# design 1

`config.mk`:
```
export PLATFORM = sky130hd
export DESIGN_NAME = id_ex_stage
export DESIGN_NICKNAME = d
export VERILOG_FILES = /design/src/rtl/core_pipe_pkg.sv /design/src/rtl/id_ex_stage_hazard_detect.sv /design/src/rtl/id_ex_stage.sv
export SDC_FILE = /design/constraint.sdc
export NUM_CORES = 1
export LEC_CHECK = 0
export CAP_MARGIN = 20
export CELL_PAD_IN_SITES_DETAIL_PLACEMENT = 1
export CELL_PAD_IN_SITES_GLOBAL_PLACEMENT = 1
export CORE_AREA = 10 10 147 149
export DETAILED_ROUTE_END_ITERATION = 12
export DIE_AREA = 0 0 157 159
export PLACE_DENSITY_LB_ADDON = 0.1
export RECOVER_POWER = 50
export SETUP_SLACK_MARGIN = 0.02
export SYNTH_ARGS = -nofsm -noshare
export SYNTH_HDL_FRONTEND = slang
export SYNTH_SLANG_ARGS = --single-unit
```
`constraint.sdc`:
```
create_clock -name clk -period 3.05 [get_ports clk]
set_input_delay 0.4575 -clock clk [delete_from_list [all_inputs] [get_ports clk]]
set_output_delay 0.4575 -clock clk [all_outputs]
set_load 0.03 [all_outputs]
```
`src/rtl/core_pipe_pkg.sv`:
```
// Shared definitions for the 5-stage core pipeline: control bundle layout,
// bubble encoding and small decode helpers.
package core_pipe_pkg;

  localparam int CTRL_W = 12;

  // Bit positions inside the packed control bundle
  localparam int CTRL_REG_WRITE      = 0;
  localparam int CTRL_MEM_READ       = 1;
  localparam int CTRL_MEM_WRITE      = 2;
  localparam int CTRL_ALU_SRC        = 3;
  localparam int CTRL_ALU_OP_LSB     = 4;
  localparam int CTRL_ALU_OP_MSB     = 6;
  localparam int CTRL_RESULT_SRC_LSB = 7;
  localparam int CTRL_RESULT_SRC_MSB = 8;
  localparam int CTRL_BRANCH         = 9;
  localparam int CTRL_JUMP           = 10;
  localparam int CTRL_JALR           = 11;

  typedef struct packed {
    logic       jalr;
    logic       jump;
    logic       branch;
    logic [1:0] result_src;
    logic [2:0] alu_op;
    logic       alu_src;
    logic       mem_write;
    logic       mem_read;
    logic       reg_write;
  } ctrl_t;

  localparam logic [CTRL_W-1:0] CTRL_BUBBLE = 12'h000;

  typedef enum logic [1:0] {
    BUB_NONE     = 2'd0,
    BUB_LOAD_USE = 2'd1,
    BUB_FLUSH    = 2'd2
  } bubble_cause_e;

  function automatic logic ctrl_mem_read(input logic [CTRL_W-1:0] ctrl);
    ctrl_t c;
    c = ctrl_t'(ctrl);
    return c.mem_read;
  endfunction

endpackage

```
`src/rtl/id_ex_stage_hazard_detect.sv`:
```
// Load-use hazard detector: a load in EX whose destination is read by the
// instruction in ID. A concurrent EX flush suppresses the stall.
module hazard_detect
  import core_pipe_pkg::*;
#(
  parameter int REG_ADDR_W = 5
) (
  input  logic                  ex_valid,
  input  logic                  ex_mem_read,
  input  logic [REG_ADDR_W-1:0] ex_rd,
  input  logic                  id_valid,
  input  logic [REG_ADDR_W-1:0] id_rs1,
  input  logic [REG_ADDR_W-1:0] id_rs2,
  input  logic                  id_uses_rs1,
  input  logic                  id_uses_rs2,
  input  logic                  flush_ex,
  output logic                  load_use,
  output logic                  stall
);

  localparam logic [REG_ADDR_W-1:0] REG_ZERO = {REG_ADDR_W{1'b0}};

  logic rs1_hit_s;
  logic rs2_hit_s;

  // Source-operand match against the pending load destination
  always_comb begin
    rs1_hit_s = 1'b0;
    rs2_hit_s = 1'b0;
    load_use  = 1'b0;
    stall     = 1'b0;
    if (ex_valid && ex_mem_read && (ex_rd != REG_ZERO) && id_valid) begin
      rs1_hit_s = id_uses_rs1 && (id_rs1 == ex_rd);
      rs2_hit_s = id_uses_rs2 && (id_rs2 == ex_rd);
      load_use  = rs1_hit_s || rs2_hit_s;
    end else begin
      load_use  = 1'b0;
    end
    // Wrong-path ID instruction: let PC take the redirect target instead
    if (flush_ex) begin
      stall = 1'b0;
    end else begin
      stall = load_use;
    end
  end

endmodule

```
`src/rtl/id_ex_stage.sv`:
```
// ID/EX pipeline register with load-use stall generation, bubble insertion
// on stall or EX flush, and a saturating bubble counter.
module id_ex_stage
  import core_pipe_pkg::*;
#(
  parameter int XLEN       = 32,
  parameter int REG_ADDR_W = 5,
  parameter int CNT_W      = 16
) (
  input  logic                  clk,
  input  logic                  reset,
  input  logic                  id_valid,
  input  logic [XLEN-1:0]       id_pc,
  input  logic [XLEN-1:0]       id_reg1_data,
  input  logic [XLEN-1:0]       id_reg2_data,
  input  logic [XLEN-1:0]       id_imm,
  input  logic [REG_ADDR_W-1:0] id_rs1,
  input  logic [REG_ADDR_W-1:0] id_rs2,
  input  logic [REG_ADDR_W-1:0] id_rd,
  input  logic                  id_uses_rs1,
  input  logic                  id_uses_rs2,
  input  logic [CTRL_W-1:0]     id_ctrl,
  input  logic                  flush_ex,
  output logic                  ex_valid,
  output logic [XLEN-1:0]       ex_pc,
  output logic [XLEN-1:0]       ex_reg1_data,
  output logic [XLEN-1:0]       ex_reg2_data,
  output logic [XLEN-1:0]       ex_imm,
  output logic [REG_ADDR_W-1:0] ex_rs1,
  output logic [REG_ADDR_W-1:0] ex_rs2,
  output logic [REG_ADDR_W-1:0] ex_rd,
  output logic [CTRL_W-1:0]     ex_ctrl,
  output logic                  pc_write_en,
  output logic                  if_id_write_en,
  output logic [CNT_W-1:0]      bubble_count
);

  localparam logic [CNT_W-1:0] CNT_MAX = {CNT_W{1'b1}};
  localparam logic [CNT_W-1:0] CNT_ONE = {{(CNT_W-1){1'b0}}, 1'b1};

  logic                  ex_valid_r;
  logic [XLEN-1:0]       ex_pc_r;
  logic [XLEN-1:0]       ex_reg1_data_r;
  logic [XLEN-1:0]       ex_reg2_data_r;
  logic [XLEN-1:0]       ex_imm_r;
  logic [REG_ADDR_W-1:0] ex_rs1_r;
  logic [REG_ADDR_W-1:0] ex_rs2_r;
  logic [REG_ADDR_W-1:0] ex_rd_r;
  logic [CTRL_W-1:0]     ex_ctrl_r;
  logic [CNT_W-1:0]      bubble_count_r;

  logic          load_use_s;
  logic          stall_s;
  logic          write_en_s;
  bubble_cause_e cause_s;

  hazard_detect #(
    .REG_ADDR_W (REG_ADDR_W)
  ) u_hazard_detect (
    .ex_valid    (ex_valid_r),
    .ex_mem_read (ctrl_mem_read(ex_ctrl_r)),
    .ex_rd       (ex_rd_r),
    .id_valid    (id_valid),
    .id_rs1      (id_rs1),
    .id_rs2      (id_rs2),
    .id_uses_rs1 (id_uses_rs1),
    .id_uses_rs2 (id_uses_rs2),
    .flush_ex    (flush_ex),
    .load_use    (load_use_s),
    .stall       (stall_s)
  );

  // Bubble cause selection and front-end write enables
  always_comb begin
    cause_s    = BUB_NONE;
    write_en_s = 1'b1;
    if (flush_ex) begin
      cause_s = BUB_FLUSH;
    end else if (load_use_s) begin
      cause_s = BUB_LOAD_USE;
    end else begin
      cause_s = BUB_NONE;
    end
    // Front end is never held while the core is in reset
    if (reset) begin
      write_en_s = 1'b1;
    end else begin
      write_en_s = ~stall_s;
    end
  end

  // ID/EX pipeline register; payload loads even on a bubble to stay deterministic
  always_ff @(posedge clk) begin
    if (reset) begin
      ex_valid_r     <= 1'b0;
      ex_pc_r        <= {XLEN{1'b0}};
      ex_reg1_data_r <= {XLEN{1'b0}};
      ex_reg2_data_r <= {XLEN{1'b0}};
      ex_imm_r       <= {XLEN{1'b0}};
      ex_rs1_r       <= {REG_ADDR_W{1'b0}};
      ex_rs2_r       <= {REG_ADDR_W{1'b0}};
      ex_rd_r        <= {REG_ADDR_W{1'b0}};
      ex_ctrl_r      <= CTRL_BUBBLE;
    end else begin
      ex_pc_r        <= id_pc;
      ex_reg1_data_r <= id_reg1_data;
      ex_reg2_data_r <= id_reg2_data;
      ex_imm_r       <= id_imm;
      ex_rs1_r       <= id_rs1;
      ex_rs2_r       <= id_rs2;
      ex_rd_r        <= id_rd;
      case (cause_s)
        BUB_NONE: begin
          ex_valid_r <= id_valid;
          ex_ctrl_r  <= id_valid ? id_ctrl : CTRL_BUBBLE;
        end
        BUB_LOAD_USE, BUB_FLUSH: begin
          ex_valid_r <= 1'b0;
          ex_ctrl_r  <= CTRL_BUBBLE;
        end
        default: begin
          ex_valid_r <= 1'b0;
          ex_ctrl_r  <= CTRL_BUBBLE;
        end
      endcase
    end
  end

  // Saturating count of bubbles that displaced a real instruction
  always_ff @(posedge clk) begin
    if (reset) begin
      bubble_count_r <= {CNT_W{1'b0}};
    end else begin
      case (cause_s)
        BUB_LOAD_USE, BUB_FLUSH: begin
          if (id_valid && (bubble_count_r != CNT_MAX)) begin
            bubble_count_r <= bubble_count_r + CNT_ONE;
          end else begin
            bubble_count_r <= bubble_count_r;
          end
        end
        BUB_NONE: begin
          bubble_count_r <= bubble_count_r;
        end
        default: begin
          bubble_count_r <= bubble_count_r;
        end
      endcase
    end
  end

  assign ex_valid       = ex_valid_r;
  assign ex_pc          = ex_pc_r;
  assign ex_reg1_data   = ex_reg1_data_r;
  assign ex_reg2_data   = ex_reg2_data_r;
  assign ex_imm         = ex_imm_r;
  assign ex_rs1         = ex_rs1_r;
  assign ex_rs2         = ex_rs2_r;
  assign ex_rd          = ex_rd_r;
  assign ex_ctrl        = ex_ctrl_r;
  assign pc_write_en    = write_en_s;
  assign if_id_write_en = write_en_s;
  assign bubble_count   = bubble_count_r;

endmodule

```
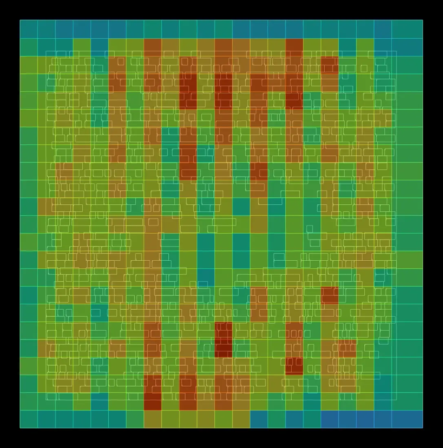
Design 1: routing congestion
M1 GR Usage: 0.155
Core Util, Final: 0.498
gr busiest metal: met2

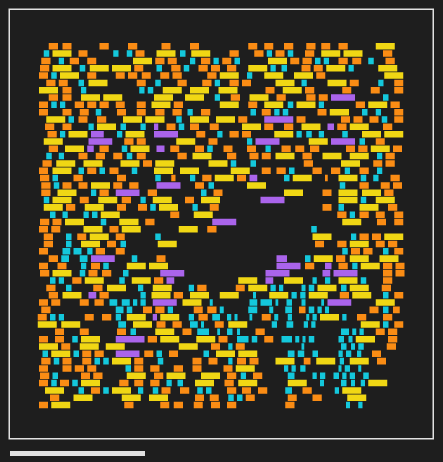
Design 1: cell classes on the final placement
Scale bar: 50 um.
[cyan] all other logic | cells: 252 | share of their area: 17%
[yellow] flip-flops | cells: 172 | share of their area: 38%
[orange] other buffers and delay cells | cells: 338 | share of their area: 38%
[purple] clock drivers and dummy loads | cells: 32 | share of their area: 6.6%

==> results.sh <==
# yosys + openroad results
export IMPL_crit_buf_inv=2
export IMPL_ys_area_um2=5120
export IMPL_fin_crit_sh=0.914
export IMPL_clock_root_buffer="clkbuf_16"
export IMPL_p_comb_uw=787
export IMPL_critPathMaxStageDelay_ps=620
export IMPL_regArea_um2=3440
export IMPL_sh_seq_area=0.372
export IMPL_endpoint_kind="primary output"
export IMPL_setup_tns_ps=0
export IMPL_antenna_left=0
export IMPL_path_depth=6
export IMPL_path_delay_family="buffers and inverters"
export IMPL_report_final_slew_viol_count=124
export IMPL_ff_type="dfxtp_1"
export IMPL_violations="capacitance limit, slew limit"
export IMPL_cap_violations=2
export IMPL_status="complete, but fails checks"
export IMPL_leakage_uw=0.00351
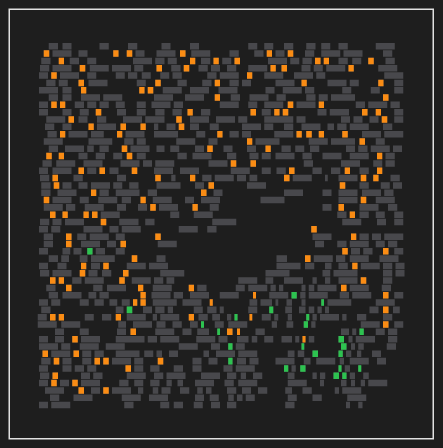
Design 1: gate-type map
[green] NAND gates | cells: 24
[orange] NOR gates | cells: 149 | most used: nor2b_1 | where: spread over the die

==> worst min-delay path by stage <==
stage	cells after the start	startpoint	to
floorplan	1	id_ctrl[0]	ex_ctrl[0]
global placement	2	bubble_count[13]	bubble_count[13]
detailed placement	2	bubble_count[6]	bubble_count[6]
CTS	2	reset	ex_rs2[2]
global route	2	reset	ex_reg2_data[14]
finish	2	reset	ex_rs2[2]
==> sequential cells by signal (all words and copies together) (netlist names) <==
| name | count |
|---|---|
| ex_reg1_data | 32 |
| ex_rd | 5 |
| ex_rs2 | 5 |
| ex_reg2_data | 32 |
| bubble_count | 16 |
| ex_imm | 32 |
| ex_pc | 32 |
| ex_ctrl | 12 |
| ex_valid | 1 |
| ex_rs1 | 5 |
==> cell families after synthesis <==
family | count (synthesis) | synth area share
flops | 172 | 0.673
xor+xnor | 11 | 0.0188
buf+inv | 24 | 0.0230
fa+ha+maj | 1 | 0.00244
simple gates | 205 | 0.243
mux | 1 | 0.00196
compound gates | 33 | 0.0379
==> per-layer routing <==
layer | GRT usage | wire, um | up-vias
met5 | 0 | 0 | -
met4 | 0.0494 | 276 | 0
met3 | 0.107 | 2800 | 20
met2 | 0.279 | 10200 | 207
met1 | 0.155 | 7310 | 1970
li1 | - | - | 2098

# design 2

Design 2, routing congestion:
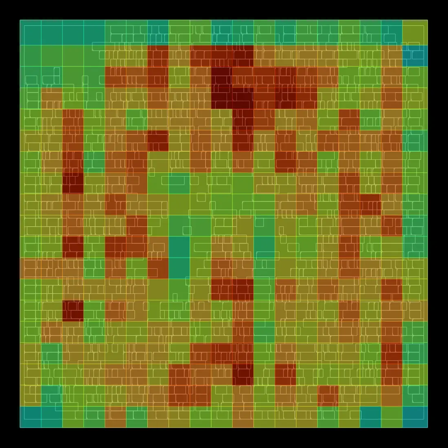
==> config.mk <==
export PLATFORM = sky130hd
export DESIGN_NAME = pr_stage_skid
export DESIGN_NICKNAME = d
export VERILOG_FILES = /design/src/rtl/pr_stage_skid.sv
export SDC_FILE = /design/constraint.sdc
export NUM_CORES = 1
export LEC_CHECK = 0
export ABC_CLOCK_PERIOD_IN_PS = 2400
export CAP_MARGIN = 25
export CORE_UTILIZATION = 51
export CTS_BUF_LIST = sky130_fd_sc_hd__clkbuf_2
export DETAILED_ROUTE_END_ITERATION = 10
export PLACE_DENSITY = 0.83
export SLEW_MARGIN = 20
export SYNTH_ARGS = -nofsm -noshare
export SYNTH_HDL_FRONTEND = slang
export SYNTH_SLANG_ARGS = --single-unit
==> constraint.sdc <==
create_clock -name CLK -period 2.4 [get_ports CLK]
set_input_delay 0.24 -clock CLK [delete_from_list [all_inputs] [get_ports CLK]]
set_output_delay 0.24 -clock CLK [all_outputs]
set_load 0.01 [all_outputs]
==> src/rtl/pr_stage_skid.sv <==
// Pipeline stage register with a 2-entry skid buffer: 1-cycle latency, full throughput.
// IN_READY is decoded from registered occupancy only; flush squashes both slots to bubbles.
module pr_stage_skid #(
  parameter int DATA_WIDTH = 101,
  parameter int CTRL_WIDTH = 4
) (
  input  logic                  CLK,
  input  logic                  RESET,
  input  logic                  FLUSH,
  input  logic                  IN_VALID,
  output logic                  IN_READY,
  input  logic [DATA_WIDTH-1:0] IN_DATA,
  input  logic [CTRL_WIDTH-1:0] IN_CTRL,
  output logic                  OUT_VALID,
  input  logic                  OUT_READY,
  output logic [DATA_WIDTH-1:0] OUT_DATA,
  output logic [CTRL_WIDTH-1:0] OUT_CTRL,
  output logic [1:0]            OCCUPANCY
);

  typedef enum logic [1:0] {
    EMPTY = 2'd0,
    ONE   = 2'd1,
    FULL  = 2'd2
  } state_t;

  state_t                state_q, state_d;
  logic [DATA_WIDTH-1:0] main_data_q, main_data_d;
  logic [CTRL_WIDTH-1:0] main_ctrl_q, main_ctrl_d;
  logic [DATA_WIDTH-1:0] skid_data_q, skid_data_d;
  logic [CTRL_WIDTH-1:0] skid_ctrl_q, skid_ctrl_d;
  logic                  push, pop;

  assign IN_READY  = (state_q != FULL);
  assign OUT_VALID = (state_q != EMPTY);
  assign OUT_DATA  = main_data_q;
  assign OUT_CTRL  = main_ctrl_q;
  assign OCCUPANCY = state_q;

  assign push = IN_VALID & IN_READY;
  assign pop  = OUT_VALID & OUT_READY;

  always_comb begin
    state_d     = state_q;
    main_data_d = main_data_q;
    main_ctrl_d = main_ctrl_q;
    skid_data_d = skid_data_q;
    skid_ctrl_d = skid_ctrl_q;

    case (state_q)
      EMPTY: begin
        if (push) begin
          state_d     = ONE;
          main_data_d = IN_DATA;
          main_ctrl_d = IN_CTRL;
        end
      end
      ONE: begin
        if (push && pop) begin
          main_data_d = IN_DATA;
          main_ctrl_d = IN_CTRL;
        end else if (push) begin
          state_d     = FULL;
          skid_data_d = IN_DATA;
          skid_ctrl_d = IN_CTRL;
        end else if (pop) begin
          state_d     = EMPTY;
          main_ctrl_d = '0;
        end
      end
      FULL: begin
        // Skid entry moves into the main slot; the vacated skid slot becomes a bubble.
        if (pop) begin
          state_d     = ONE;
          main_data_d = skid_data_q;
          main_ctrl_d = skid_ctrl_q;
          skid_ctrl_d = '0;
        end
      end
      default: state_d = EMPTY;
    endcase

    // Squash discards any same-cycle handshake; payload bits just keep their old value.
    if (FLUSH) begin
      state_d     = EMPTY;
      main_data_d = main_data_q;
      skid_data_d = skid_data_q;
      main_ctrl_d = '0;
      skid_ctrl_d = '0;
    end
  end

  always_ff @(posedge CLK) begin
    if (RESET) begin
      state_q     <= EMPTY;
      main_data_q <= '0;
      main_ctrl_q <= '0;
      skid_data_q <= '0;
      skid_ctrl_q <= '0;
    end else begin
      state_q     <= state_d;
      main_data_q <= main_data_d;
      main_ctrl_q <= main_ctrl_d;
      skid_data_q <= skid_data_d;
      skid_ctrl_q <= skid_ctrl_d;
    end
  end

endmodule

==> results.sh <==
# yosys + openroad results
export IMPL_p_seq_uw=3900
export IMPL_ys_async_sr_fraction=0
export IMPL_fin_crit_sh=0.921
export IMPL_rsz0062_at_grt="no"
export IMPL_netlist_instances=972
export IMPL_drt_iter0_drc=505
export IMPL_r2r_cells=7
export IMPL_layout_drive_gt1_share=0.0896
export IMPL_buf_share=0.254
export IMPL_critPathMaxFanout=15
export IMPL_drc_errors=0
export IMPL_ff_type="dfxtp_1"
export IMPL_synth_flops=212
export IMPL_vias_per_cell=5.51
export IMPL_comb_area_frac=0.332
export IMPL_required_ps=2160
export IMPL_p_comb_uw=1810
export IMPL_finalWirelength_mm=24.2
export IMPL_clock_root_buffer="clkbuf_2"
export IMPL_htree_levels=2
export IMPL_critPathCapture="IN_READY"
export IMPL_clk_path_buf_depth=3
export IMPL_power_density_nw_per_um2=658
export IMPL_numCtsBuffers=53
export IMPL_status="completed"
export IMPL_logic_gates=659
export IMPL_cts_setup_buffers=1
export IMPL_comb_area_um2=3990
export IMPL_gp_congestion=0.767
export IMPL_max_slew_margin_rel=0.491
export IMPL_synth_area_um2=8670
export IMPL_buffers=294
export IMPL_max_freq_mhz=452
export IMPL_synth_nets=1086
export IMPL_postPlaceCellArea_um2=11000
export IMPL_clkCellAreaFrac=0.0350
export IMPL_ios=219
export IMPL_clkLatencyLatePin_ps=770
export IMPL_grt_max_degree=150
export IMPL_clkPwrFrac=0.278
export IMPL_leakage_uw=0.00407
export IMPL_dp_cells=1336
export IMPL_ff_count=212
export IMPL_seqPwrFrac=0.494
Notes on 'routing congestion' of design 2 above:
wire per inst: 16.3 um
gr usage total: 0.271
met2 Resource Use GR: 0.458

==> stage by stage <==
stage               power, uW   util
floorplan                4830      -
global route             8320  0.725
detailed placement       5680  0.663
finish                   7900  0.725
CTS                      7970  0.724
global placement         5640  0.663
==> worst max-delay path: stages, from the launching register on <==
cell,delay (ps)
dfxtp_2,330
inv_1,100
ha_4,210
buf_12,190
inv_1,70
dlygate4sd2_1,300
==> registers in the layout, summed over array words and instances (netlist names) <==
signal / cells
skid_ctrl_q: 4
OUT_CTRL: 4
OUT_DATA: 101
skid_data_q: 101
OCCUPANCY: 2
==> logic make-up after synthesis <==
| family | count (synthesis) | share of synthesized area |
|---|---|---|
| compound gates | 322 | 0.225 |
| simple gates | 230 | 0.105 |
| flops | 212 | 0.490 |
| mux | 102 | 0.118 |
| buf+inv | 101 | 0.0554 |
| fa+ha+maj | 5 | 0.00693 |
==> metal layers <==
metal / part of all wire / vias up / track usage
met5: 0 / - / 0
met4: 0.027 / 0 / 0.125
met3: 0.063 / 51 / 0.0623
met2: 0.50 / 284 / 0.458
met1: 0.41 / 3867 / 0.328
li1: - / 3963 / -

# design 3

Design 3, routed metal, one colour a layer:
Scale bar: 10 um. Only two layers are drawn.
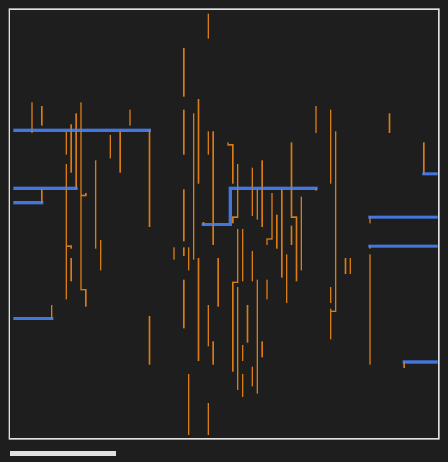
Design 3, sequential cells coloured by netlist name:
Scale bar: 10 um. Other sequential cells in the stronger grey, the rest of the logic in the fainter grey.
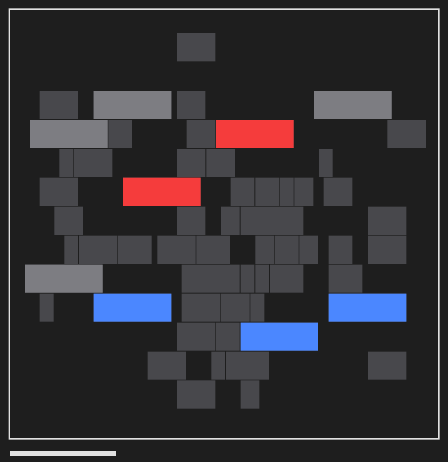
===== src/rtl/can_pkg.sv =====
// Shared types and constants for the CAN bit destuffer.
// Holds the FSM state encoding, the run-counter opcodes and the bus levels.
package can_pkg;

  typedef enum logic [1:0] {
    IDLE,
    COUNT,
    STUFF_EXP
  } state_t;

  typedef enum logic [1:0] {
    RUN_HOLD,
    RUN_CLEAR,
    RUN_START,
    RUN_ADVANCE
  } run_op_t;

  localparam int   CAN_STUFF_LEN = 5;
  localparam logic REC           = 1'b1;

endpackage


===== src/rtl/can_bit_destuffer_if.sv =====
// Sample-point side and decoder side signals of the CAN bit destuffer.
// STUFF_CNT exists only when CAN_DESTUFF_STATS_EN is defined.
interface can_bit_destuffer_if #(
  parameter int CNT_W = 3
);

  logic             SP;
  logic             RX;
  logic             F_STF;
  logic             BIT_OUT;
  logic             BIT_VALID;
  logic             STUFF_DROP;
  logic [CNT_W-1:0] RUN_LEN;
`ifdef CAN_DESTUFF_STATS_EN
  logic [15:0]      STUFF_CNT;

  modport master (
    output SP, RX, F_STF,
    input  BIT_OUT, BIT_VALID, STUFF_DROP, RUN_LEN, STUFF_CNT
  );

  modport slave (
    input  SP, RX, F_STF,
    output BIT_OUT, BIT_VALID, STUFF_DROP, RUN_LEN, STUFF_CNT
  );
`else
  modport master (
    output SP, RX, F_STF,
    input  BIT_OUT, BIT_VALID, STUFF_DROP, RUN_LEN
  );

  modport slave (
    input  SP, RX, F_STF,
    output BIT_OUT, BIT_VALID, STUFF_DROP, RUN_LEN
  );
`endif

endinterface


===== src/rtl/can_run_counter.sv =====
// Run-length counter for the destuffer: tracks the last bus bit and how many
// equal bits have been seen in a row, and flags when the run reaches STUFF_LEN.
module can_run_counter
  import can_pkg::*;
#(
  parameter int STUFF_LEN = CAN_STUFF_LEN,
  parameter int CNT_W     = 3
) (
  input  logic             clock,
  input  logic             reset,
  input  run_op_t          op,
  input  logic             bit_in,
  output logic [CNT_W-1:0] run_len,
  output logic             hit
);

  localparam logic [CNT_W-1:0] LIMIT = CNT_W'(STUFF_LEN);
  localparam logic [CNT_W-1:0] ONE   = CNT_W'(1);

  logic             last_bit;
  logic [CNT_W-1:0] next_len;

  // The count saturates at LIMIT so it can never wrap, even if misused.
  always_comb begin
    next_len = run_len;
    case (op)
      RUN_CLEAR:   next_len = '0;
      RUN_START:   next_len = ONE;
      RUN_ADVANCE: begin
        if (bit_in == last_bit) begin
          next_len = (run_len == LIMIT) ? LIMIT : run_len + ONE;
        end else begin
          next_len = ONE;
        end
      end
      default:     next_len = run_len;
    endcase
  end

  assign hit = (op == RUN_ADVANCE) && (next_len == LIMIT);

  always_ff @(posedge clock) begin
    if (!reset) begin
      run_len  <= '0;
      last_bit <= REC;
    end else begin
      run_len <= next_len;
      if (op == RUN_START || op == RUN_ADVANCE) begin
        last_bit <= bit_in;
      end
    end
  end

endmodule


===== src/rtl/can_bit_destuffer.sv =====
// CAN bit destuffer: removes stuff bits from the sampled RX stream while F_STF is low.
// Define CAN_DESTUFF_STATS_EN to add the saturating STUFF_CNT drop counter.
module can_bit_destuffer
  import can_pkg::*;
#(
  parameter int STUFF_LEN = CAN_STUFF_LEN,
  parameter int CNT_W     = 3
) (
  input logic                clock,
  input logic                reset,
  can_bit_destuffer_if.slave bus
);

  state_t           state;
  run_op_t          run_op;
  logic             run_hit;
  logic [CNT_W-1:0] run_len;
  logic             bit_out;
  logic             bit_valid;
  logic             stuff_drop;
  logic             drop_now;

  assign drop_now = bus.SP && (state == STUFF_EXP) && !bus.F_STF;

  // A stuff bit is not data but does seed the next run, hence RUN_START.
  always_comb begin
    run_op = RUN_HOLD;
    if (bus.SP) begin
      case (state)
        IDLE:      run_op = bus.F_STF ? RUN_HOLD  : RUN_START;
        COUNT:     run_op = bus.F_STF ? RUN_CLEAR : RUN_ADVANCE;
        STUFF_EXP: run_op = bus.F_STF ? RUN_CLEAR : RUN_START;
        default:   run_op = RUN_CLEAR;
      endcase
    end
  end

  can_run_counter #(
    .STUFF_LEN (STUFF_LEN),
    .CNT_W     (CNT_W)
  ) u_run_counter (
    .clock   (clock),
    .reset   (reset),
    .op      (run_op),
    .bit_in  (bus.RX),
    .run_len (run_len),
    .hit     (run_hit)
  );

  always_ff @(posedge clock) begin
    if (!reset) begin
      state      <= IDLE;
      bit_out    <= REC;
      bit_valid  <= 1'b0;
      stuff_drop <= 1'b0;
    end else begin
      bit_valid  <= 1'b0;
      stuff_drop <= 1'b0;
      if (bus.SP) begin
        case (state)
          IDLE: begin
            bit_out   <= bus.RX;
            bit_valid <= 1'b1;
            if (!bus.F_STF) state <= COUNT;
          end
          COUNT: begin
            bit_out   <= bus.RX;
            bit_valid <= 1'b1;
            if (bus.F_STF) state <= IDLE;
            else if (run_hit) state <= STUFF_EXP;
          end
          STUFF_EXP: begin
            // Leaving the stuff region at a stuff position delivers the bit.
            if (bus.F_STF) begin
              bit_out   <= bus.RX;
              bit_valid <= 1'b1;
              state     <= IDLE;
            end else begin
              stuff_drop <= 1'b1;
              state      <= COUNT;
            end
          end
          default: state <= IDLE;
        endcase
      end
    end
  end

  assign bus.BIT_OUT    = bit_out;
  assign bus.BIT_VALID  = bit_valid;
  assign bus.STUFF_DROP = stuff_drop;
  assign bus.RUN_LEN    = run_len;

`ifdef CAN_DESTUFF_STATS_EN
  logic [15:0] stuff_cnt;

  always_ff @(posedge clock) begin
    if (!reset) begin
      stuff_cnt <= '0;
    end else if (drop_now && stuff_cnt != 16'hFFFF) begin
      stuff_cnt <= stuff_cnt + 16'd1;
    end
  end

  assign bus.STUFF_CNT = stuff_cnt;
`else
  logic unused_drop;
  assign unused_drop = drop_now;
`endif

endmodule

===== src/flat_wrapper.sv =====
// flat-port wrapper written by rule: the top's interface ports become plain ports
module can_bit_destuffer_flat import can_pkg::*;
#(
  parameter int STUFF_LEN = CAN_STUFF_LEN,
  parameter int CNT_W     = 3
)
  (clock, reset, bus_SP, bus_RX, bus_F_STF, bus_BIT_OUT, bus_BIT_VALID, bus_STUFF_DROP, bus_RUN_LEN);
  can_bit_destuffer_if #(.CNT_W(CNT_W)) bus_i ();
  input logic clock;
  input logic reset;
  input wire logic [$bits(bus_i.SP)-1:0] bus_SP;
  input wire logic [$bits(bus_i.RX)-1:0] bus_RX;
  input wire logic [$bits(bus_i.F_STF)-1:0] bus_F_STF;
  output wire logic [$bits(bus_i.BIT_OUT)-1:0] bus_BIT_OUT;
  output wire logic [$bits(bus_i.BIT_VALID)-1:0] bus_BIT_VALID;
  output wire logic [$bits(bus_i.STUFF_DROP)-1:0] bus_STUFF_DROP;
  output wire logic [$bits(bus_i.RUN_LEN)-1:0] bus_RUN_LEN;
  assign bus_i.SP = bus_SP;
  assign bus_i.RX = bus_RX;
  assign bus_i.F_STF = bus_F_STF;
  assign bus_BIT_OUT = bus_i.BIT_OUT;
  assign bus_BIT_VALID = bus_i.BIT_VALID;
  assign bus_STUFF_DROP = bus_i.STUFF_DROP;
  assign bus_RUN_LEN = bus_i.RUN_LEN;
  can_bit_destuffer #(.STUFF_LEN(STUFF_LEN), .CNT_W(CNT_W)) u_core (.clock(clock), .reset(reset), .bus(bus_i));
endmodule

===== config.mk =====
export PLATFORM = sky130hd
export DESIGN_NAME = can_bit_destuffer_flat
export DESIGN_NICKNAME = d
export VERILOG_FILES = /design/src/rtl/can_pkg.sv /design/src/rtl/can_bit_destuffer_if.sv /design/src/rtl/can_run_counter.sv /design/src/rtl/can_bit_destuffer.sv /design/src/flat_wrapper.sv
export SDC_FILE = /design/constraint.sdc
export NUM_CORES = 1
export LEC_CHECK = 0
export CAP_MARGIN = 25
export CORE_UTILIZATION = 30
export DETAILED_ROUTE_END_ITERATION = 12
export GPL_TIMING_DRIVEN = 0
export PLACE_DENSITY = 0.6
export SYNTH_ARGS = -nofsm -noshare
export SYNTH_HDL_FRONTEND = slang
export SYNTH_SLANG_ARGS = --single-unit

===== constraint.sdc =====
create_clock -name clock -period 3 [get_ports clock]
set_input_delay 0.45 -clock clock [delete_from_list [all_inputs] [get_ports clock]]
set_output_delay 0.45 -clock clock [all_outputs]
set_load 0.01 [all_outputs]

==> results.sh <==
# yosys + openroad results
export IMPL_drc_errors=0
export IMPL_max_slew_margin_rel=0.735
export IMPL_synth_area_um2=438
export IMPL_seqPwrFrac=0.508
export IMPL_clkLatencyLatePin_ps=260
export IMPL_syn_area_per_cell_um2=9.73
export IMPL_taps=15
export IMPL_report_final_slew_viol_count=0
export IMPL_synth_nets=50
export IMPL_gr_total_overflow=0
export IMPL_final_hold_violation_count=0
export IMPL_die_h_um=40.2
export IMPL_netSwitchingPower_uw=59.4
export IMPL_buffers=10
export IMPL_routed_wl_met2_um=341
export IMPL_grtUsageMet1=0.167
export IMPL_ios=11
export IMPL_core_area_um2=1330
export IMPL_status="completed"
export IMPL_post_cts_resized=0
export IMPL_logic_family="simple AND/OR/NAND/NOR gates"
export IMPL_synthXorXnorAreaFrac=0.0200
export IMPL_grtUsageMet2=0.190
export IMPL_comb_area_um2=250
export IMPL_dominant_cells="multi-input combinational cells"
export IMPL_crit_chain="clkdlybuf4s50_1"
export IMPL_comb_area_frac=0.437
export IMPL_gp_congestion=0.741
export IMPL_slowest_stage="clkdlybuf4s50_1"
export IMPL_max_freq_mhz=576
export IMPL_path_delay_family="buffers and inverters"
export IMPL_irDropWorstVdd_v=0.000312
export IMPL_worst_slew_pin_transition_ps=398
export IMPL_grt_max_degree=11
export IMPL_netlist_top_cell_by_area="dfxtp_1"
export IMPL_intPower_uw=194
## Picture notes: 'routed metal, one colour a layer' of design 3
[blue] met3 | wire length: 54.9 um
[orange] met2 | wire length: 341 um
vias: 363
wire per inst: 11.0 um
gr usage total: 0.142

## Picture notes: 'sequential cells coloured by netlist name' of design 3
[blue] `u_core.u_run_counter.run_len` | sequential cells: 3
[red] `u_core.state` | sequential cells: 2
not coloured: 4

[flip-flops by register name, indices dropped and copies added (netlist names)]
register,count
u_core.bus.BIT_VALID,1
u_core.bus.STUFF_DROP,1
u_core.state,2
u_core.u_run_counter.last_bit,1
u_core.u_run_counter.run_len,3
u_core.bus.BIT_OUT,1
[synth_stat cells]
cell       instances
nor4bb_1           1
a21oi_1            2
o2111ai_2          1
o21bai_1           1
nor2b_1            1
nand2b_1           3
and2_4             1
o21ai_0            1
o221a_2            1
mux2i_1            2
or2b_1             1
and2b_1            1
and4bb_4           1
a21boi_0           1
a32o_1             1
a21boi_1           1
inv_1              1
a311oi_1           1
a31oi_1            1
xnor2_1            1
clkbuf_1           1
nor3_1             2
dfxtp_1            9
and2_1             1
nand2_1            6
o211a_1            1
o31a_1             1
[final timing paths]
| path | to | cells after the start | slack [ps] | start |
|---|---|---|---|---|
| setup / recovery | bus_RUN_LEN[2] | 1 | 1260 | u_core.u_run_counter.run_len[2] |
| hold / removal | u_core.bus.BIT_OUT | 2 | 490 | u_core.bus.BIT_OUT |
| setup reg to reg | u_core.state[0] | 4 | 1740 | u_core.state[0] |
| hold reg to reg | u_core.bus.BIT_OUT | 2 | 490 | u_core.bus.BIT_OUT |

Power figures rest on the tool's default switching activity, not on a simulated workload.
